######## block 1 ########
Fig. 1: block 1, the metal 3 layer
The bar under the picture is 20 um long.
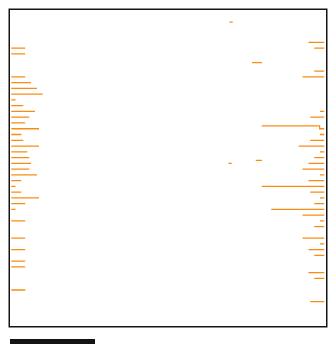

<file path="src/rtl/pipe_hazard_ctrl.sv">
// Pipeline hazard controller: E1 operand forwarding, load-use stall FSM, mispredict flush, memory freeze.
// Optional performance counters are enabled by defining PIPE_HAZARD_PERF_EN.
module pipe_hazard_ctrl #(
    parameter int LOAD_STALL_CYC = 2
) (
    input  logic        clk,
    input  logic        rst,
    input  logic [4:0]  rs1_d,
    input  logic [4:0]  rs2_d,
    input  logic [4:0]  rs1_e1,
    input  logic [4:0]  rs2_e1,
    input  logic [4:0]  rd_e1,
    input  logic [4:0]  rd_e2,
    input  logic [4:0]  rd_m,
    input  logic [4:0]  rd_w,
    input  logic        reg_write_e1,
    input  logic        reg_write_e2,
    input  logic        reg_write_m,
    input  logic        reg_write_w,
    input  logic [1:0]  result_src_e1,
    input  logic [1:0]  result_src_e2,
    input  logic        mispredict_e2,
    input  logic        mem_busy,
    output logic        stall_f,
    output logic        stall_d,
    output logic        stall_e1,
    output logic        stall_e2,
    output logic        stall_m,
    output logic        flush_d,
    output logic        flush_e1,
    output logic        flush_e2,
    output logic [1:0]  fwd_a_e1,
    output logic [1:0]  fwd_b_e1,
    output logic [31:0] stall_cycles,
    output logic [31:0] mispredict_count
);

    localparam int CNT_W = (LOAD_STALL_CYC > 1) ? $clog2(LOAD_STALL_CYC) : 1;
    localparam logic [CNT_W-1:0] CNT_LOAD = CNT_W'(LOAD_STALL_CYC - 1);

    typedef enum logic [1:0] {
        RUN      = 2'b00,
        LU_STALL = 2'b01,
        RECOVER  = 2'b10
    } state_t;

    state_t           state_r, state_s;
    logic [CNT_W-1:0] cnt_r, cnt_s;

    logic stall_f_s, stall_d_s, stall_e1_s, stall_e2_s, stall_m_s;
    logic flush_d_s, flush_e1_s, flush_e2_s;
    logic [1:0] fwd_a_s, fwd_b_s;
    logic load_e1_s, load_e2_s, misp_acc_s;

    // Youngest qualifying producer wins; a load in E2 has no result yet so it is skipped.
    function automatic logic [1:0] fwd_sel(
        input logic [4:0] rs,
        input logic       e2_ok, input logic [4:0] e2_rd,
        input logic       m_ok,  input logic [4:0] m_rd,
        input logic       w_ok,  input logic [4:0] w_rd
    );
        logic [1:0] sel;
        if (e2_ok && (e2_rd != 5'd0) && (e2_rd == rs)) begin
            sel = 2'b01;
        end else if (m_ok && (m_rd != 5'd0) && (m_rd == rs)) begin
            sel = 2'b10;
        end else if (w_ok && (w_rd != 5'd0) && (w_rd == rs)) begin
            sel = 2'b11;
        end else begin
            sel = 2'b00;
        end
        return sel;
    endfunction

    // Forwarding selects and hazard detection terms
    always_comb begin
        fwd_a_s = fwd_sel(rs1_e1, reg_write_e2 && (result_src_e2 != 2'b01), rd_e2,
                          reg_write_m, rd_m, reg_write_w, rd_w);
        fwd_b_s = fwd_sel(rs2_e1, reg_write_e2 && (result_src_e2 != 2'b01), rd_e2,
                          reg_write_m, rd_m, reg_write_w, rd_w);
        load_e1_s  = (result_src_e1 == 2'b01) && (rd_e1 != 5'd0) &&
                     ((rd_e1 == rs1_d) || (rd_e1 == rs2_d));
        load_e2_s  = (result_src_e2 == 2'b01) && (rd_e2 != 5'd0) &&
                     ((rd_e2 == rs1_d) || (rd_e2 == rs2_d));
        misp_acc_s = mispredict_e2 && !mem_busy;
    end

    // Next-state and stall/flush decode
    always_comb begin
        state_s    = state_r;
        cnt_s      = cnt_r;
        stall_f_s  = 1'b0;
        stall_d_s  = 1'b0;
        stall_e1_s = 1'b0;
        stall_e2_s = 1'b0;
        stall_m_s  = 1'b0;
        flush_d_s  = 1'b0;
        flush_e1_s = 1'b0;
        flush_e2_s = 1'b0;
        if (mem_busy) begin
            stall_f_s  = 1'b1;
            stall_d_s  = 1'b1;
            stall_e1_s = 1'b1;
            stall_e2_s = 1'b1;
            stall_m_s  = 1'b1;
        end else if (mispredict_e2) begin
            flush_d_s  = 1'b1;
            flush_e1_s = 1'b1;
            state_s    = RECOVER;
            cnt_s      = {CNT_W{1'b0}};
        end else begin
            case (state_r)
                RUN: begin
                    if (load_e1_s || load_e2_s) begin
                        stall_f_s  = 1'b1;
                        stall_d_s  = 1'b1;
                        flush_e1_s = 1'b1;
                        state_s    = LU_STALL;
                        cnt_s      = load_e1_s ? CNT_LOAD : {CNT_W{1'b0}};
                    end else begin
                        state_s = RUN;
                    end
                end
                LU_STALL: begin
                    stall_f_s  = 1'b1;
                    stall_d_s  = 1'b1;
                    flush_e1_s = 1'b1;
                    if (cnt_r == {CNT_W{1'b0}}) begin
                        state_s = RUN;
                    end else begin
                        cnt_s = cnt_r - {{(CNT_W-1){1'b0}}, 1'b1};
                    end
                end
                RECOVER: begin
                    flush_d_s = 1'b1;
                    state_s   = RUN;
                end
                default: begin
                    state_s = RUN;
                    cnt_s   = {CNT_W{1'b0}};
                end
            endcase
        end
    end

    // State and bubble counter registers
    always_ff @(posedge clk or negedge rst) begin
        if (!rst) begin
            state_r <= RUN;
            cnt_r   <= {CNT_W{1'b0}};
        end else begin
            state_r <= state_s;
            cnt_r   <= cnt_s;
        end
    end

    // Everything is forced quiet while reset is asserted, independent of the clock.
    assign stall_f  = rst & stall_f_s;
    assign stall_d  = rst & stall_d_s;
    assign stall_e1 = rst & stall_e1_s;
    assign stall_e2 = rst & stall_e2_s;
    assign stall_m  = rst & stall_m_s;
    assign flush_d  = rst & flush_d_s;
    assign flush_e1 = rst & flush_e1_s;
    assign flush_e2 = rst & flush_e2_s;
    assign fwd_a_e1 = rst ? fwd_a_s : 2'b00;
    assign fwd_b_e1 = rst ? fwd_b_s : 2'b00;

`ifdef PIPE_HAZARD_PERF_EN
    logic [31:0] stall_cycles_r, misp_cnt_r;

    // Saturating performance counters
    always_ff @(posedge clk or negedge rst) begin
        if (!rst) begin
            stall_cycles_r <= 32'd0;
            misp_cnt_r     <= 32'd0;
        end else begin
            if (stall_d_s && (stall_cycles_r != 32'hFFFF_FFFF)) begin
                stall_cycles_r <= stall_cycles_r + 32'd1;
            end else begin
                stall_cycles_r <= stall_cycles_r;
            end
            if (misp_acc_s && (misp_cnt_r != 32'hFFFF_FFFF)) begin
                misp_cnt_r <= misp_cnt_r + 32'd1;
            end else begin
                misp_cnt_r <= misp_cnt_r;
            end
        end
    end

    assign stall_cycles     = stall_cycles_r;
    assign mispredict_count = misp_cnt_r;
`else
    logic unused_perf_s;
    assign unused_perf_s    = misp_acc_s;
    assign stall_cycles     = 32'd0;
    assign mispredict_count = 32'd0;
`endif

endmodule
</file>
<file path="config.mk">
export PLATFORM = sky130hd
export DESIGN_NAME = pipe_hazard_ctrl
export DESIGN_NICKNAME = d
export VERILOG_FILES = /design/src/rtl/pipe_hazard_ctrl.sv
export SDC_FILE = /design/constraint.sdc
export NUM_CORES = 1
export LEC_CHECK = 0
export CORE_MARGIN = 2
export CORE_UTILIZATION = 29
export DETAILED_ROUTE_END_ITERATION = 8
export PLACE_DENSITY_LB_ADDON = 0.15
export SLEW_MARGIN = 30
export SYNTH_ARGS = -nofsm -noshare
export SYNTH_HDL_FRONTEND = slang
export SYNTH_SLANG_ARGS = --single-unit
export TNS_END_PERCENT = 10
</file>
<file path="constraint.sdc">
create_clock -name clk -period 3.3 [get_ports clk]
set_clock_uncertainty 0.2 [all_clocks]
set_input_delay 0.99 -clock clk [delete_from_list [all_inputs] [get_ports clk]]
set_output_delay 0.99 -clock clk [all_outputs]
set_load 0.1 [all_outputs]
</file>
######## block 2 ########
<file path="src/rtl/dm_abs_cmd.sv">
// Debug Module abstract-command executor: decodes Access Register commands and
// performs the GPR/CSR access on the halted core over the req/ack register port.
module dm_abs_cmd #(
    parameter int unsigned DATA_WIDTH     = 32,
    parameter int unsigned TIMEOUT_CYCLES = 255
) (
    input  logic                  sys_clk,
    input  logic                  sys_rst,
    input  logic [DATA_WIDTH-1:0] command,
    input  logic [DATA_WIDTH-1:0] data0,
    input  logic                  cmd_update,
    input  logic                  cmderr_clr,
    input  logic                  core_halted,
    output logic                  cmd_finished,
    output logic                  cmd_read_data_valid,
    output logic [DATA_WIDTH-1:0] cmd_read_data,
    output logic                  busy,
    output logic [2:0]            cmderr,
    output logic                  dbg_reg_req,
    output logic                  dbg_reg_is_csr,
    output logic [11:0]           dbg_reg_addr,
    output logic                  dbg_reg_wr,
    output logic [DATA_WIDTH-1:0] dbg_reg_wdata,
    input  logic                  dbg_reg_ack,
    input  logic                  dbg_reg_err,
    input  logic [DATA_WIDTH-1:0] dbg_reg_rdata
);

    typedef enum logic [1:0] {
        S_IDLE,
        S_DECODE,
        S_ACCESS,
        S_DONE
    } state_t;

    localparam logic [2:0] ERR_BUSY        = 3'd1;
    localparam logic [2:0] ERR_UNSUPPORTED = 3'd2;
    localparam logic [2:0] ERR_EXCEPTION   = 3'd3;
    localparam logic [2:0] ERR_HALTRESUME  = 3'd4;
    localparam logic [7:0] TMO_LAST        = 8'(TIMEOUT_CYCLES - 1);

    state_t                state, state_nxt;
    logic [DATA_WIDTH-1:0] cmd_q;
    logic [DATA_WIDTH-1:0] data0_q;
    logic [7:0]            cnt;
    logic                  read_ok;
    logic                  start_access;
    logic                  fsm_err;
    logic [2:0]            fsm_code;
    logic                  err_set;
    logic [2:0]            err_code;
    logic                  unused_cmd_bit;

    logic [7:0]  f_cmdtype;
    logic [2:0]  f_aarsize;
    logic        f_postinc;
    logic        f_postexec;
    logic        f_transfer;
    logic        f_write;
    logic [15:0] f_regno;
    logic        unsupported;

    assign f_cmdtype      = cmd_q[31:24];
    assign unused_cmd_bit = cmd_q[23];
    assign f_aarsize      = cmd_q[22:20];
    assign f_postinc      = cmd_q[19];
    assign f_postexec     = cmd_q[18];
    assign f_transfer     = cmd_q[17];
    assign f_write        = cmd_q[16];
    assign f_regno        = cmd_q[15:0];

    // Legal transfer targets: CSRs 0x000-0xFFF and GPRs 0x1000-0x101F.
    assign unsupported = (f_cmdtype != 8'd0) || f_postinc || f_postexec ||
                         (f_transfer && ((f_aarsize != 3'd2) || (f_regno > 16'h101F)));

    assign busy                = (state != S_IDLE);
    assign dbg_reg_req         = (state == S_ACCESS);
    assign cmd_finished        = (state == S_DONE);
    assign cmd_read_data_valid = (state == S_DONE) && read_ok;

    always_comb begin
        state_nxt    = state;
        start_access = 1'b0;
        fsm_err      = 1'b0;
        fsm_code     = '0;
        unique case (state)
            S_IDLE: begin
                if (cmd_update) state_nxt = S_DECODE;
            end
            S_DECODE: begin
                state_nxt = S_DONE;
                if (cmderr != 3'd0) begin
                    state_nxt = S_DONE;
                end else if (!core_halted) begin
                    fsm_err  = 1'b1;
                    fsm_code = ERR_HALTRESUME;
                end else if (unsupported) begin
                    fsm_err  = 1'b1;
                    fsm_code = ERR_UNSUPPORTED;
                end else if (f_transfer) begin
                    state_nxt    = S_ACCESS;
                    start_access = 1'b1;
                end
            end
            S_ACCESS: begin
                if (dbg_reg_ack) begin
                    state_nxt = S_DONE;
                    fsm_err   = dbg_reg_err;
                    fsm_code  = ERR_EXCEPTION;
                end else if (cnt == TMO_LAST) begin
                    state_nxt = S_DONE;
                    fsm_err   = 1'b1;
                    fsm_code  = ERR_EXCEPTION;
                end
            end
            S_DONE: begin
                state_nxt = S_IDLE;
            end
            default: state_nxt = S_IDLE;
        endcase
    end

    // A command error from decode/access takes precedence over a busy collision.
    always_comb begin
        err_set  = 1'b0;
        err_code = '0;
        if (fsm_err) begin
            err_set  = 1'b1;
            err_code = fsm_code;
        end else if (cmd_update && (state != S_IDLE)) begin
            err_set  = 1'b1;
            err_code = ERR_BUSY;
        end
    end

    always_ff @(posedge sys_clk) begin
        if (sys_rst) begin
            state          <= S_IDLE;
            cmd_q          <= '0;
            data0_q        <= '0;
            cnt            <= '0;
            read_ok        <= 1'b0;
            cmderr         <= '0;
            cmd_read_data  <= '0;
            dbg_reg_is_csr <= 1'b0;
            dbg_reg_addr   <= '0;
            dbg_reg_wr     <= 1'b0;
            dbg_reg_wdata  <= '0;
        end else begin
            state <= state_nxt;
            if ((state == S_IDLE) && cmd_update) begin
                cmd_q   <= command;
                data0_q <= data0;
            end
            if (state == S_DECODE) begin
                cnt     <= '0;
                read_ok <= 1'b0;
            end
            if (start_access) begin
                dbg_reg_is_csr <= (f_regno < 16'h1000);
                dbg_reg_addr   <= (f_regno < 16'h1000) ? f_regno[11:0] : {7'b0, f_regno[4:0]};
                dbg_reg_wr     <= f_write;
                dbg_reg_wdata  <= data0_q;
            end
            if (state == S_ACCESS) begin
                cnt <= cnt + 8'd1;
                if (dbg_reg_ack && !dbg_reg_err && !dbg_reg_wr) begin
                    cmd_read_data <= dbg_reg_rdata;
                    read_ok       <= 1'b1;
                end
            end
            // Clear first so a simultaneous error set overrides it.
            if (cmderr_clr) cmderr <= '0;
            if (err_set && (cmderr == 3'd0)) cmderr <= err_code;
        end
    end

endmodule

</file>
<file path="config.mk">
export PLATFORM = sky130hd
export DESIGN_NAME = dm_abs_cmd
export DESIGN_NICKNAME = d
export VERILOG_FILES = /design/src/rtl/dm_abs_cmd.sv
export SDC_FILE = /design/constraint.sdc
export NUM_CORES = 1
export LEC_CHECK = 0
export CAP_MARGIN = 10
export CELL_PAD_IN_SITES_DETAIL_PLACEMENT = 2
export CELL_PAD_IN_SITES_GLOBAL_PLACEMENT = 2
export CORE_UTILIZATION = 25
export DETAILED_ROUTE_END_ITERATION = 10
export PLACE_DENSITY = 0.85
export SYNTH_ARGS = -nofsm -noshare
export SYNTH_HDL_FRONTEND = slang
export SYNTH_SLANG_ARGS = --single-unit
</file>
<file path="constraint.sdc">
create_clock -name sys_clk -period 2.7 [get_ports sys_clk]
set_clock_uncertainty 0.1 [all_clocks]
set_input_delay 0.405 -clock sys_clk [delete_from_list [all_inputs] [get_ports sys_clk]]
set_output_delay 0.405 -clock sys_clk [all_outputs]
set_load 0.05 [all_outputs]
</file>
######## block 3 ########
--- src/rtl/hamming_rx_sequencer.sv ---
// Receive-side sequencer: pairs Hamming (8,4) codewords from the UART, runs each one
// through the external combinational decoder, rebuilds the byte and keeps error counts.
module hamming_rx_sequencer #(
  parameter int unsigned TIMEOUT = 1000
) (
  input  logic        clk_i,
  input  logic        rst_ni,
  input  logic        rx_valid_i,
  input  logic [7:0]  rx_data_i,
  output logic        rx_ready_o,
  output logic [7:0]  dec_code_o,
  input  logic [3:0]  dec_data_i,
  input  logic        dec_single_i,
  input  logic        dec_double_i,
  output logic        out_valid_o,
  output logic [7:0]  out_data_o,
  output logic        out_corrected_o,
  input  logic        out_ready_i,
  output logic        err_drop_o,
  output logic        err_timeout_o,
  input  logic        clr_cnt_i,
  output logic [15:0] cnt_corrected_o,
  output logic [15:0] cnt_dropped_o,
  output logic [2:0]  state_o
);

  typedef enum logic [2:0] {
    S_IDLE    = 3'd0,
    S_LOW_DEC = 3'd1,
    S_WAIT_HI = 3'd2,
    S_HI_DEC  = 3'd3,
    S_OUT     = 3'd4
  } state_e;

  localparam logic [15:0] TMO_LAST = 16'(TIMEOUT - 1);
  localparam logic [15:0] CNT_MAX  = 16'hFFFF;

  state_e      state_q;
  logic [7:0]  code_q;
  logic [7:0]  data_q;
  logic [3:0]  lo_q;
  logic        corr_q;
  logic        bad_q;
  logic        drop_q;
  logic        tmo_q;
  logic [15:0] tmr_q;
  logic [15:0] cnt_corr_q, cnt_corr_d;
  logic [15:0] cnt_drop_q, cnt_drop_d;

  logic        accept;
  logic        tmr_expire;
  logic        hi_bad;
  logic        inc_corr;
  logic        inc_drop;

  // Handshakes: a codeword moves on a rising edge with rx_valid_i & rx_ready_o high;
  // a byte moves on a rising edge with out_valid_o & out_ready_i high. The sender
  // holds valid and data steady until the transfer happens.
  assign rx_ready_o = (state_q == S_IDLE) || (state_q == S_WAIT_HI);
  assign accept     = rx_valid_i && rx_ready_o;

  assign tmr_expire = (state_q == S_WAIT_HI) && !rx_valid_i && (tmr_q == TMO_LAST);
  assign hi_bad     = bad_q || dec_double_i;
  assign inc_corr   = ((state_q == S_LOW_DEC) || (state_q == S_HI_DEC)) && dec_single_i;
  assign inc_drop   = tmr_expire || ((state_q == S_HI_DEC) && hi_bad);

  always_ff @(posedge clk_i or negedge rst_ni) begin
    if (!rst_ni) begin
      state_q <= S_IDLE;
      code_q  <= 8'h00;
      data_q  <= 8'h00;
      lo_q    <= 4'h0;
      corr_q  <= 1'b0;
      bad_q   <= 1'b0;
      drop_q  <= 1'b0;
      tmo_q   <= 1'b0;
      tmr_q   <= 16'h0000;
    end else begin
      drop_q <= 1'b0;
      tmo_q  <= 1'b0;
      case (state_q)
        S_IDLE: begin
          if (accept) begin
            code_q  <= rx_data_i;
            bad_q   <= 1'b0;
            corr_q  <= 1'b0;
            state_q <= S_LOW_DEC;
          end
        end
        S_LOW_DEC: begin
          lo_q  <= dec_data_i;
          tmr_q <= 16'h0000;
          if (dec_single_i) corr_q <= 1'b1;
          if (dec_double_i) bad_q <= 1'b1;
          state_q <= S_WAIT_HI;
        end
        S_WAIT_HI: begin
          // A bad low codeword still consumes the next codeword as its partner.
          if (accept) begin
            code_q  <= rx_data_i;
            state_q <= S_HI_DEC;
          end else if (tmr_expire) begin
            tmo_q   <= 1'b1;
            state_q <= S_IDLE;
          end else begin
            tmr_q <= tmr_q + 16'd1;
          end
        end
        S_HI_DEC: begin
          if (dec_single_i) corr_q <= 1'b1;
          if (hi_bad) begin
            bad_q   <= 1'b1;
            drop_q  <= 1'b1;
            state_q <= S_IDLE;
          end else begin
            data_q  <= {dec_data_i, lo_q};
            state_q <= S_OUT;
          end
        end
        S_OUT: begin
          if (out_ready_i) state_q <= S_IDLE;
        end
        default: state_q <= S_IDLE;
      endcase
    end
  end

  // Clear wins over a same-cycle increment; both counters stick at all-ones.
  always_comb begin
    cnt_corr_d = cnt_corr_q;
    cnt_drop_d = cnt_drop_q;
    if (clr_cnt_i) begin
      cnt_corr_d = 16'h0000;
      cnt_drop_d = 16'h0000;
    end else begin
      if (inc_corr && (cnt_corr_q != CNT_MAX)) cnt_corr_d = cnt_corr_q + 16'd1;
      if (inc_drop && (cnt_drop_q != CNT_MAX)) cnt_drop_d = cnt_drop_q + 16'd1;
    end
  end

  always_ff @(posedge clk_i or negedge rst_ni) begin
    if (!rst_ni) begin
      cnt_corr_q <= 16'h0000;
      cnt_drop_q <= 16'h0000;
    end else begin
      cnt_corr_q <= cnt_corr_d;
      cnt_drop_q <= cnt_drop_d;
    end
  end

  assign dec_code_o      = code_q;
  assign out_valid_o     = (state_q == S_OUT);
  assign out_data_o      = data_q;
  assign out_corrected_o = corr_q;
  assign err_drop_o      = drop_q;
  assign err_timeout_o   = tmo_q;
  assign cnt_corrected_o = cnt_corr_q;
  assign cnt_dropped_o   = cnt_drop_q;
  assign state_o         = state_q;

endmodule

--- config.mk ---
export PLATFORM = sky130hd
export DESIGN_NAME = hamming_rx_sequencer
export DESIGN_NICKNAME = d
export VERILOG_FILES = /design/src/rtl/hamming_rx_sequencer.sv
export SDC_FILE = /design/constraint.sdc
export NUM_CORES = 1
export LEC_CHECK = 0
export ABC_CLOCK_PERIOD_IN_PS = 3600
export CORE_MARGIN = 4
export CORE_UTILIZATION = 30
export DETAILED_ROUTE_END_ITERATION = 7
export GPL_TIMING_DRIVEN = 0
export MAX_ROUTING_LAYER = met4
export PLACE_DENSITY = 0.58
export SLEW_MARGIN = 10
export SYNTH_ARGS = -nofsm -noshare
export SYNTH_HDL_FRONTEND = slang
export SYNTH_SLANG_ARGS = --single-unit
export TNS_END_PERCENT = 100
--- constraint.sdc ---
create_clock -name clk_i -period 3.6 [get_ports clk_i]
set_input_delay 1.08 -clock clk_i [delete_from_list [all_inputs] [get_ports clk_i]]
set_output_delay 1.08 -clock clk_i [all_outputs]
set_load 0.02 [all_outputs]
######## block 4 ########
$ cat config.mk
export PLATFORM = sky130hd
export DESIGN_NAME = addsub_seq_ctrl
export DESIGN_NICKNAME = d
export VERILOG_FILES = /design/src/rtl/addsub_pkg.sv /design/src/rtl/addsub_nibble.sv /design/src/rtl/addsub_seq_ctrl.sv
export SDC_FILE = /design/constraint.sdc
export NUM_CORES = 1
export LEC_CHECK = 0
export CORE_MARGIN = 4
export CORE_UTILIZATION = 40
export CTS_BUF_LIST = sky130_fd_sc_hd__clkbuf_4
export CTS_CLUSTER_SIZE = 24
export DETAILED_ROUTE_END_ITERATION = 8
export PLACE_DENSITY = 0.71
export SYNTH_ARGS = -nofsm -noshare
export SYNTH_HDL_FRONTEND = slang
export SYNTH_SLANG_ARGS = --single-unit
$ cat constraint.sdc
create_clock -name clk -period 3.5 [get_ports clk]
set_clock_uncertainty 0.05 [all_clocks]
set_input_delay 0.7 -clock clk [delete_from_list [all_inputs] [get_ports clk]]
set_output_delay 0.7 -clock clk [all_outputs]
set_load 0.01 [all_outputs]
$ cat src/rtl/addsub_pkg.sv
// Shared definitions for the nibble-serial add/subtract sequencer.
package addsub_pkg;

  typedef enum logic [1:0] {
    IDLE = 2'd0,
    RUN  = 2'd1,
    DONE = 2'd2
  } state_t;

  localparam logic OP_ADD = 1'b0;
  localparam logic OP_SUB = 1'b1;

endpackage

$ cat src/rtl/addsub_nibble.sv
// Combinational 4-bit ripple slice; exposes the carry into bit 3 so the
// controller can derive signed overflow on the most significant nibble.
module addsub_nibble (
  input  logic [3:0] a,
  input  logic [3:0] b,
  input  logic       cin,
  output logic [3:0] s,
  output logic       cout,
  output logic       c3
);

  logic [4:0] c;

  assign c[0] = cin;

  for (genvar gi = 0; gi < 4; gi++) begin : g_fa
    assign s[gi]    = a[gi] ^ b[gi] ^ c[gi];
    assign c[gi+1]  = (a[gi] & b[gi]) | (c[gi] & (a[gi] ^ b[gi]));
  end

  assign cout = c[4];
  assign c3   = c[3];

endmodule

$ cat src/rtl/addsub_seq_ctrl.sv
// Wide add/subtract performed one nibble per cycle through a single 4-bit
// slice, least-significant nibble first, with valid/ready on both sides.
module addsub_seq_ctrl
  import addsub_pkg::*;
#(
  parameter int NIBBLES = 4
) (
  input  logic                   clk,
  input  logic                   rst_n,
  input  logic                   in_valid,
  output logic                   in_ready,
  input  logic [4*NIBBLES-1:0]   in_a,
  input  logic [4*NIBBLES-1:0]   in_b,
  input  logic                   in_op,
  output logic                   out_valid,
  input  logic                   out_ready,
  output logic [4*NIBBLES-1:0]   out_s,
  output logic                   out_c,
  output logic                   out_v,
  output logic                   out_z
);

  localparam int W  = 4 * NIBBLES;
  localparam int CW = $clog2(NIBBLES);
  localparam logic [CW-1:0] LAST = CW'(NIBBLES - 1);

  state_t        state_reg;
  logic [CW-1:0] cnt_reg;
  logic          cy_reg;
  logic          op_reg;
  logic [W-1:0]  a_reg;
  logic [W-1:0]  b_reg;
  logic [W-5:0]  acc_reg;

  logic          sub;
  logic [3:0]    sl_a;
  logic [3:0]    sl_b;
  logic [3:0]    sl_s;
  logic          sl_cout;
  logic          sl_c3;
  logic [W-1:0]  final_s;

  assign sub     = (op_reg == OP_SUB);
  assign sl_a    = a_reg[{cnt_reg, 2'b00} +: 4];
  assign sl_b    = b_reg[{cnt_reg, 2'b00} +: 4] ^ {4{sub}};
  // Top nibble comes straight from the slice on the final RUN cycle.
  assign final_s = {sl_s, acc_reg};

  addsub_nibble u_slice (
    .a    (sl_a),
    .b    (sl_b),
    .cin  (cy_reg),
    .s    (sl_s),
    .cout (sl_cout),
    .c3   (sl_c3)
  );

  always_ff @(posedge clk or negedge rst_n) begin
    if (!rst_n) begin
      state_reg <= IDLE;
      in_ready  <= 1'b1;
      out_valid <= 1'b0;
      out_s     <= '0;
      out_c     <= 1'b0;
      out_v     <= 1'b0;
      out_z     <= 1'b0;
      cnt_reg   <= '0;
      cy_reg    <= 1'b0;
      op_reg    <= OP_ADD;
      a_reg     <= '0;
      b_reg     <= '0;
      acc_reg   <= '0;
    end else begin
      case (state_reg)
        IDLE: begin
          if (in_valid) begin
            a_reg     <= in_a;
            b_reg     <= in_b;
            op_reg    <= in_op;
            cnt_reg   <= '0;
            cy_reg    <= (in_op != OP_ADD);
            in_ready  <= 1'b0;
            state_reg <= RUN;
          end
        end
        RUN: begin
          cy_reg <= sl_cout;
          if (cnt_reg == LAST) begin
            out_s     <= final_s;
            out_c     <= sl_cout ^ sub;
            out_v     <= sl_cout ^ sl_c3;
            out_z     <= (final_s == '0);
            out_valid <= 1'b1;
            state_reg <= DONE;
          end else begin
            acc_reg[{cnt_reg, 2'b00} +: 4] <= sl_s;
            cnt_reg <= cnt_reg + CW'(1);
          end
        end
        DONE: begin
          if (out_ready) begin
            out_valid <= 1'b0;
            in_ready  <= 1'b1;
            state_reg <= IDLE;
          end
        end
        default: begin
          state_reg <= IDLE;
          in_ready  <= 1'b1;
          out_valid <= 1'b0;
        end
      endcase
    end
  end

endmodule


## Gallery

Sizing map.
Plate I
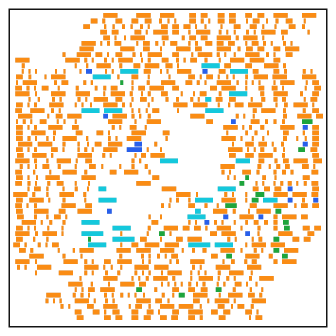
Plate II
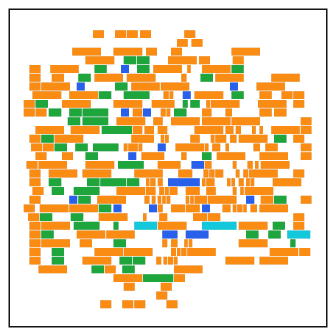
Plate III
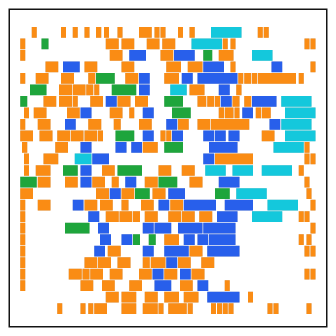
- most cells: Plate I
Block 2 is Plate I.
Block 1 is Plate III.
Block 4 is Plate II.

Fig. 2: block 1, met1 routing
The bar under the picture is 20 um long. Cells faint in the background.
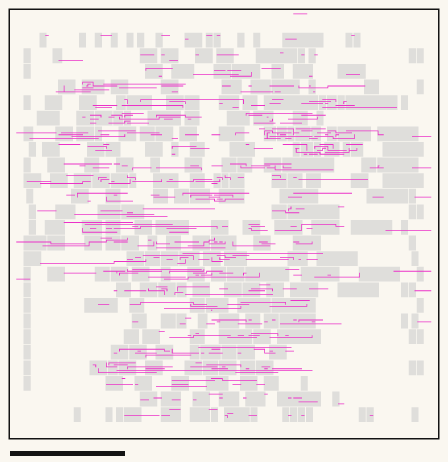
nets with wire on the layer: 253
longest straight run: 34.0 um
main direction: horizontal
wire length on this layer: 1,450 um

Notes on Fig. 1 above:
main direction: horizontal
share of all routed wire: 6.4%
wire length on this layer: 232 um

==> Slide: Implementation Results, block 1 <==
Synthesis and Place & Route Summary

Global route
  • Initial antenna violation count: 0

Worst setup path
  • Critical-path maximum fanout: 3
  • R2R cell count: 3
  • CP endpoint: flush_e1
  • Family with the most delay on the worst path: buffers and inverters

Synth
  • Register area share after synthesis: 0.0519
  • Area leader, netlist: buf_4
  • Syn avg cell area: ~7.6 um2
  • Yosys chip area: 1450 um2
  • Top non-seq family: buffers and inverters

Timing
  • Final Setup Violations: 7
  • Setup ws final: -0.420 ns

Detailed routing
  • Routed metal-1 wire length: about 1.5 mm
  • DR iter-0 viols: 47

Layout
  • Multi-input logic area: between 1000 and 1500 um2
  • Final net count: roughly 340
  • Non-CTS buffers: about 100
  • Max reg flops: 2

Run status
  • Failing checks: negative setup slack
  • Outcome: finished with violations

Die
  • Chip area: around 5600 um2
  • Row count: 25

Pwr
  • Overall Power: about 0.00077 W
  • Cell Pwr Density: around 310 nW/um2

Clock network
  • CTS Buffer Depth: 2
==> block 1: where the power goes <==
| group | switching [W] | total (W) | internal (W) |
|---|---|---|---|
| combinational | 0.000465 | 0.000617 | 0.000152 |
| sequential | 0.00000481 | 0.0000455 | 0.0000407 |
| clock | 0.0000248 | 0.000107 | 0.0000824 |
==> block 1: worst reg2reg max path: cells and delay by family, from the launching register on <==
| family | cells | cell delay (ns) |
|---|---|---|
| AND-OR/OR-AND | 2 | 0.44 |
| AND/OR/NAND/NOR | 1 | 0.08 |
| flip-flops | 1 | 0.46 |
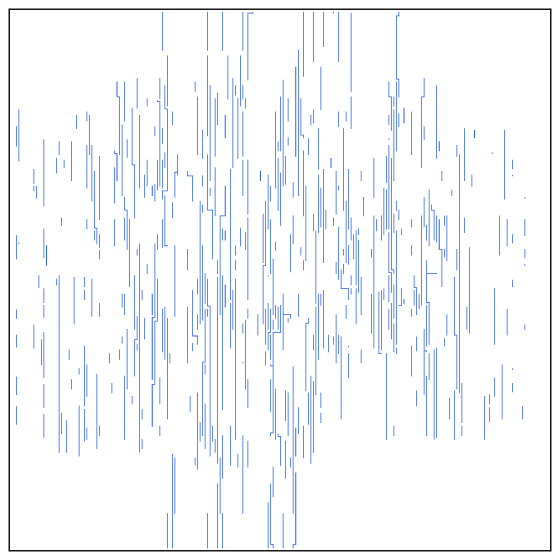
Fig. 3. Signal wires on met2 (block 4).
nets with wire on the layer: 300
longest straight run: 43.5 um
wire length on this layer: 3,000 um
main direction: vertical
share of all routed wire: 49%

Fig. 4: block 4, met1 routing
The bar under the picture is 20 um long. Cells faint in the background.
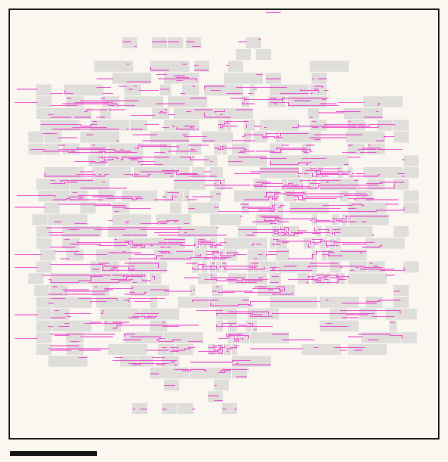
wire length on this layer: 2,740 um
nets with wire on the layer: 294
main direction: horizontal
share of all routed wire: 45%

==> Slide: Implementation Results, block 4 <==
Synthesis and Place & Route Summary

Worst setup path
  • Critical-path top delay cell: mux4_2
  • Critical-path maximum fanout: 6
  • Setup Crit Path Kind: flop to flop
  • Number of buffers and inverters on the critical path: 4
  • Crit path DAT: 3.52 ns
  • Worst R2R Setup Slack: 0.23 ns
  • Critical Path Most Common Cell: fa_1

Pwr
  • Clk pwr share: 0.120
  • Psw: roughly 0.0015 W
  • VDD IR max: 0.442 mV

Place
  • Inst Count DP: between 300 and 400
  • Routability cong.: a little over 0.8

Synth
  • Register area share after synthesis: 0.541
  • Ys async rst share: 1.00
  • Synth top area share: 0.533

Die
  • Chip area: 9730 um2
  • Die width: slightly below 100 um

Global route
  • Largest net degree at the start of global routing: about 70
  • Met3 usage: 0.0495

Detailed routing
  • Via Count: a little over 2,000
  • WL final: around 6.1 mm
  • Drt wl/cell: 15.2 um

Layout
  • Area grow syn2layout: 23.3%
  • Comb area share: 0.341

Flow run
  • Tool warnings: 30

Run status
  • Outcome: finished, final reports clean

Clock network
  • Reg clk slew, reported paths: about 0.12 ns
[block 4: power groups by stage]
| stage | Sequential (W) | Clock (W) | Combinational (W) |
|---|---|---|---|
| after CTS | 0.00141 | 0.000495 | 0.00210 |
| after floorplan | 0.00134 | 0 | 0.00156 |
| after detailed placement | 0.00143 | 0 | 0.00210 |
| after global routing | 0.00145 | 0.000529 | 0.00230 |
| final | 0.00140 | 0.000473 | 0.00207 |
| after global placement | 0.00142 | 0 | 0.00205 |
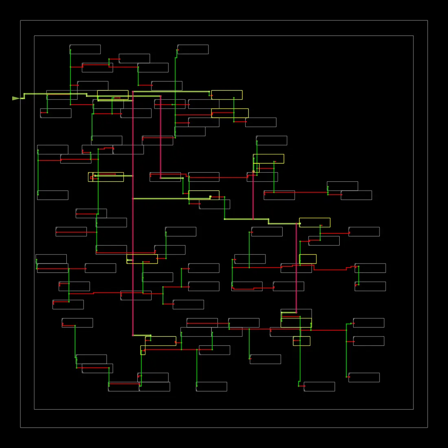
Fig. 5. The clock network (block 3).
total CTS buffers: 9
Layout Skew: 0.00551 ns
# clock sinks: 75
worst skew pair latency: 0.34 ns
Clock net power: 0.000913 W

Fig. 6: block 3, met1 routing
The bar under the picture is 20 um long. Cells faint in the background.
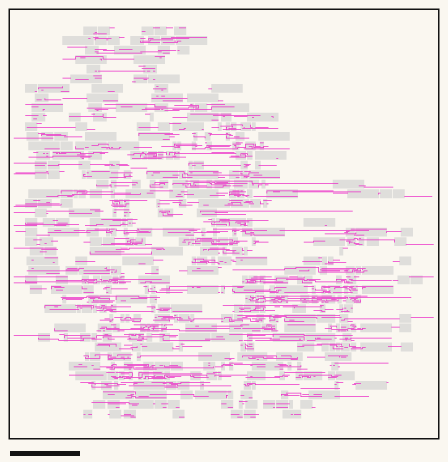
share of all routed wire: 46%
nets with wire on the layer: 412
longest straight run: 43.2 um

==> Slide: Implementation Results, block 3 <==
Synthesis and Place & Route Summary

Pwr
  • Comb power: 0.000662 W
  • Clk pwr share: 0.348

Timing
  • Cycle use final: 0.796
  • Final Max Tran Viols: 0
  • Final hold violations: 0
  • Setup ws final: ~0.73 ns
  • RSZ-0062 raised after global routing: no

Detailed routing
  • Routed metal-1 wire length: roughly 4.2 mm
  • DRT Pass-1 Iters: 4
  • Post-route DRC: 0

Die
  • Core area: about 13,000 um2

Synth
  • Area fraction in mux cells: 0.0764
  • Yosys chip area: between 3000 and 4000 um2

Clock network
  • CTS resizes: 0

Worst setup path
  • CP max stage delay: roughly 0.65 ns
  • Critical path capture point type: output port
  • Number of buffers and inverters on the critical path: 2

Place
  • PortBufs: around 73

Flow run
  • Tool warnings: 26

Min path
  • Worst hold start: out_data_o[6]
  • Hold Path End: out_data_o[6]

Run status
  • Outcome: finished, final reports clean
==> block 3: worst register-to-register path, delay by kind of cell, from the launching register on <==
family / cells / cell delay, ns
adder cells (fa/ha/maj): 1 / 0.24
buffers and inverters: 3 / 0.62
AND-OR/OR-AND: 3 / 0.56
AND/OR/NAND/NOR: 2 / 0.35
flip-flops: 1 / 0.41
==> block 3: layout make-up <==
class                      instances  area, um2
buffer                            17        113
clock buffer                      13        260
clock inverter                     2       35.0
fill                            1254       7490
inverter                           9       33.8
multi-input combinational        251       1840
sequential                        75       1880
tap                              172        215
timing repair buffer              74        748
Fig. 7: block 2, the clock network
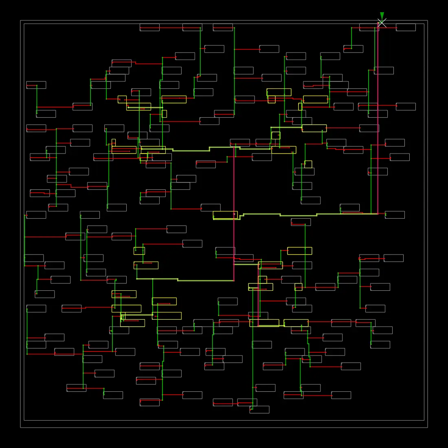
worst skew pair latency: 0.42 ns
clkbuf count: 19
Clock net power: 0.00249 W
# clock sinks: 155

==> Slide: Implementation Results, block 2 <==
Synthesis and Place & Route Summary

Run status
  • Failing checks: design-rule violations
  • Outcome: finished with violations

Timing
  • Worst relative slew slack: 0.473

Detailed routing
  • Post-route DRC: 2
  • Met3 WL post-DR: 973 um
  • DR iter-0 viols: between 150 and 200

Global route
  • First-pass GRT wire length: roughly 31 mm
  • GRT overflow: 0

Place
  • HPWL Detailed: around 13 mm
  • Inst Count DP: approximately 1,200

Clock network
  • Reg clk slew, reported paths: about 0.070 ns
  • Total CTS buffers: 17

Layout
  • Clock network area share: 0.0710

Synth
  • Area leader, netlist: dfxtp_1

Worst setup path
  • R2R cell count: 6
## block 2: power by group
part,switching (W),internal (W)
Clock,0.00102,0.00147
Combinational,0.00107,0.000589
Sequential,0.000146,0.00252
Total,0.00223,0.00458
## block 2: registers in the layout (all words and copies together) (netlist names)
| register | cells |
|---|---|
| data0_q | 32 |
| cmd_q | 31 |
| read_ok | 1 |
| dbg_reg_is_csr | 1 |
| dbg_reg_wr | 1 |
| cmderr | 3 |
| dbg_reg_addr | 12 |
| dbg_reg_wdata | 32 |
| state | 2 |
| cnt | 8 |
| cmd_read_data | 32 |


==> layout pictures side by side <==
Signal wires on met2.
panel A
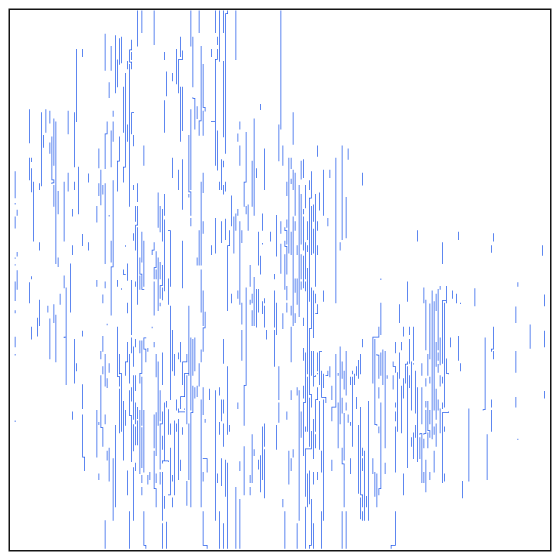
panel B
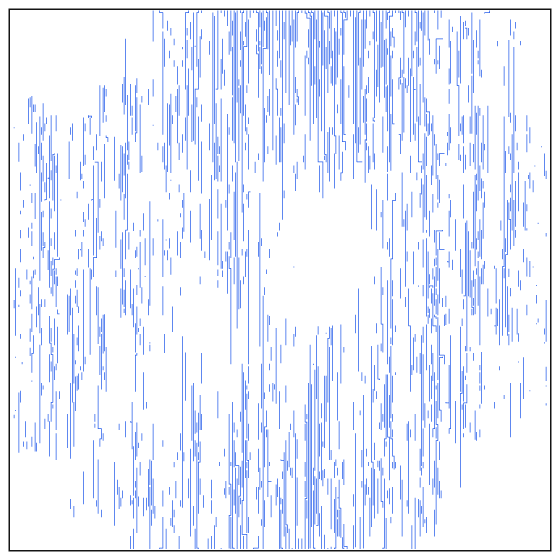
panel C
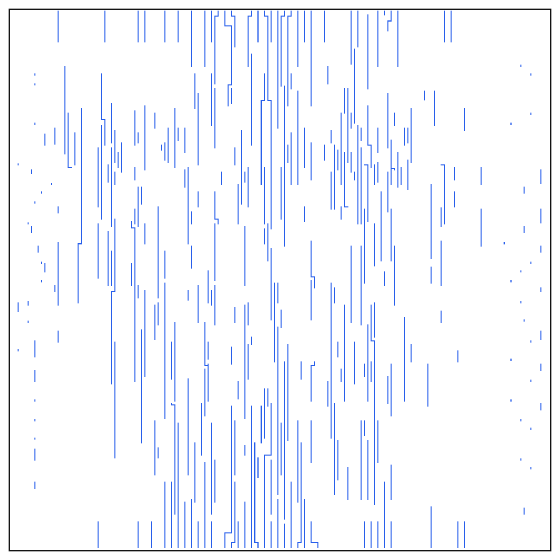
panel C: block 1
panel B: block 2
panel A: block 3

Key to panel B:
longest straight run: 71.9 um
main direction: vertical
wire length on this layer: 10,300 um
nets with wire on the layer: 882
share of all routed wire: 52%


## Gallery

The metal 3 layer.
(a)
The bar under the picture is 20 um long.
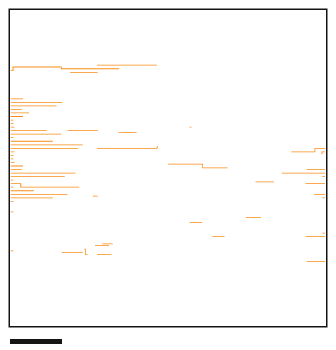
(b)
The bar under the picture is 20 um long.
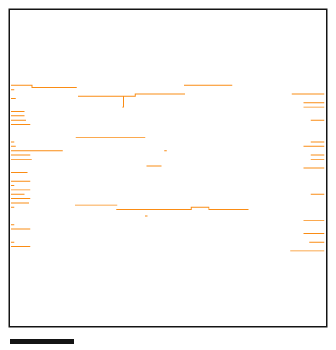
(c)
The bar under the picture is 50 um long.
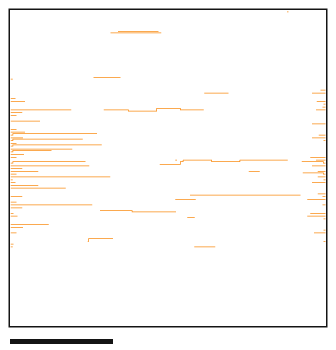
- block 2 = (c)
- block 3 = (a)
- block 4 = (b)
The one with the smallest die is (b).

Power and IR drop assume default switching activity.
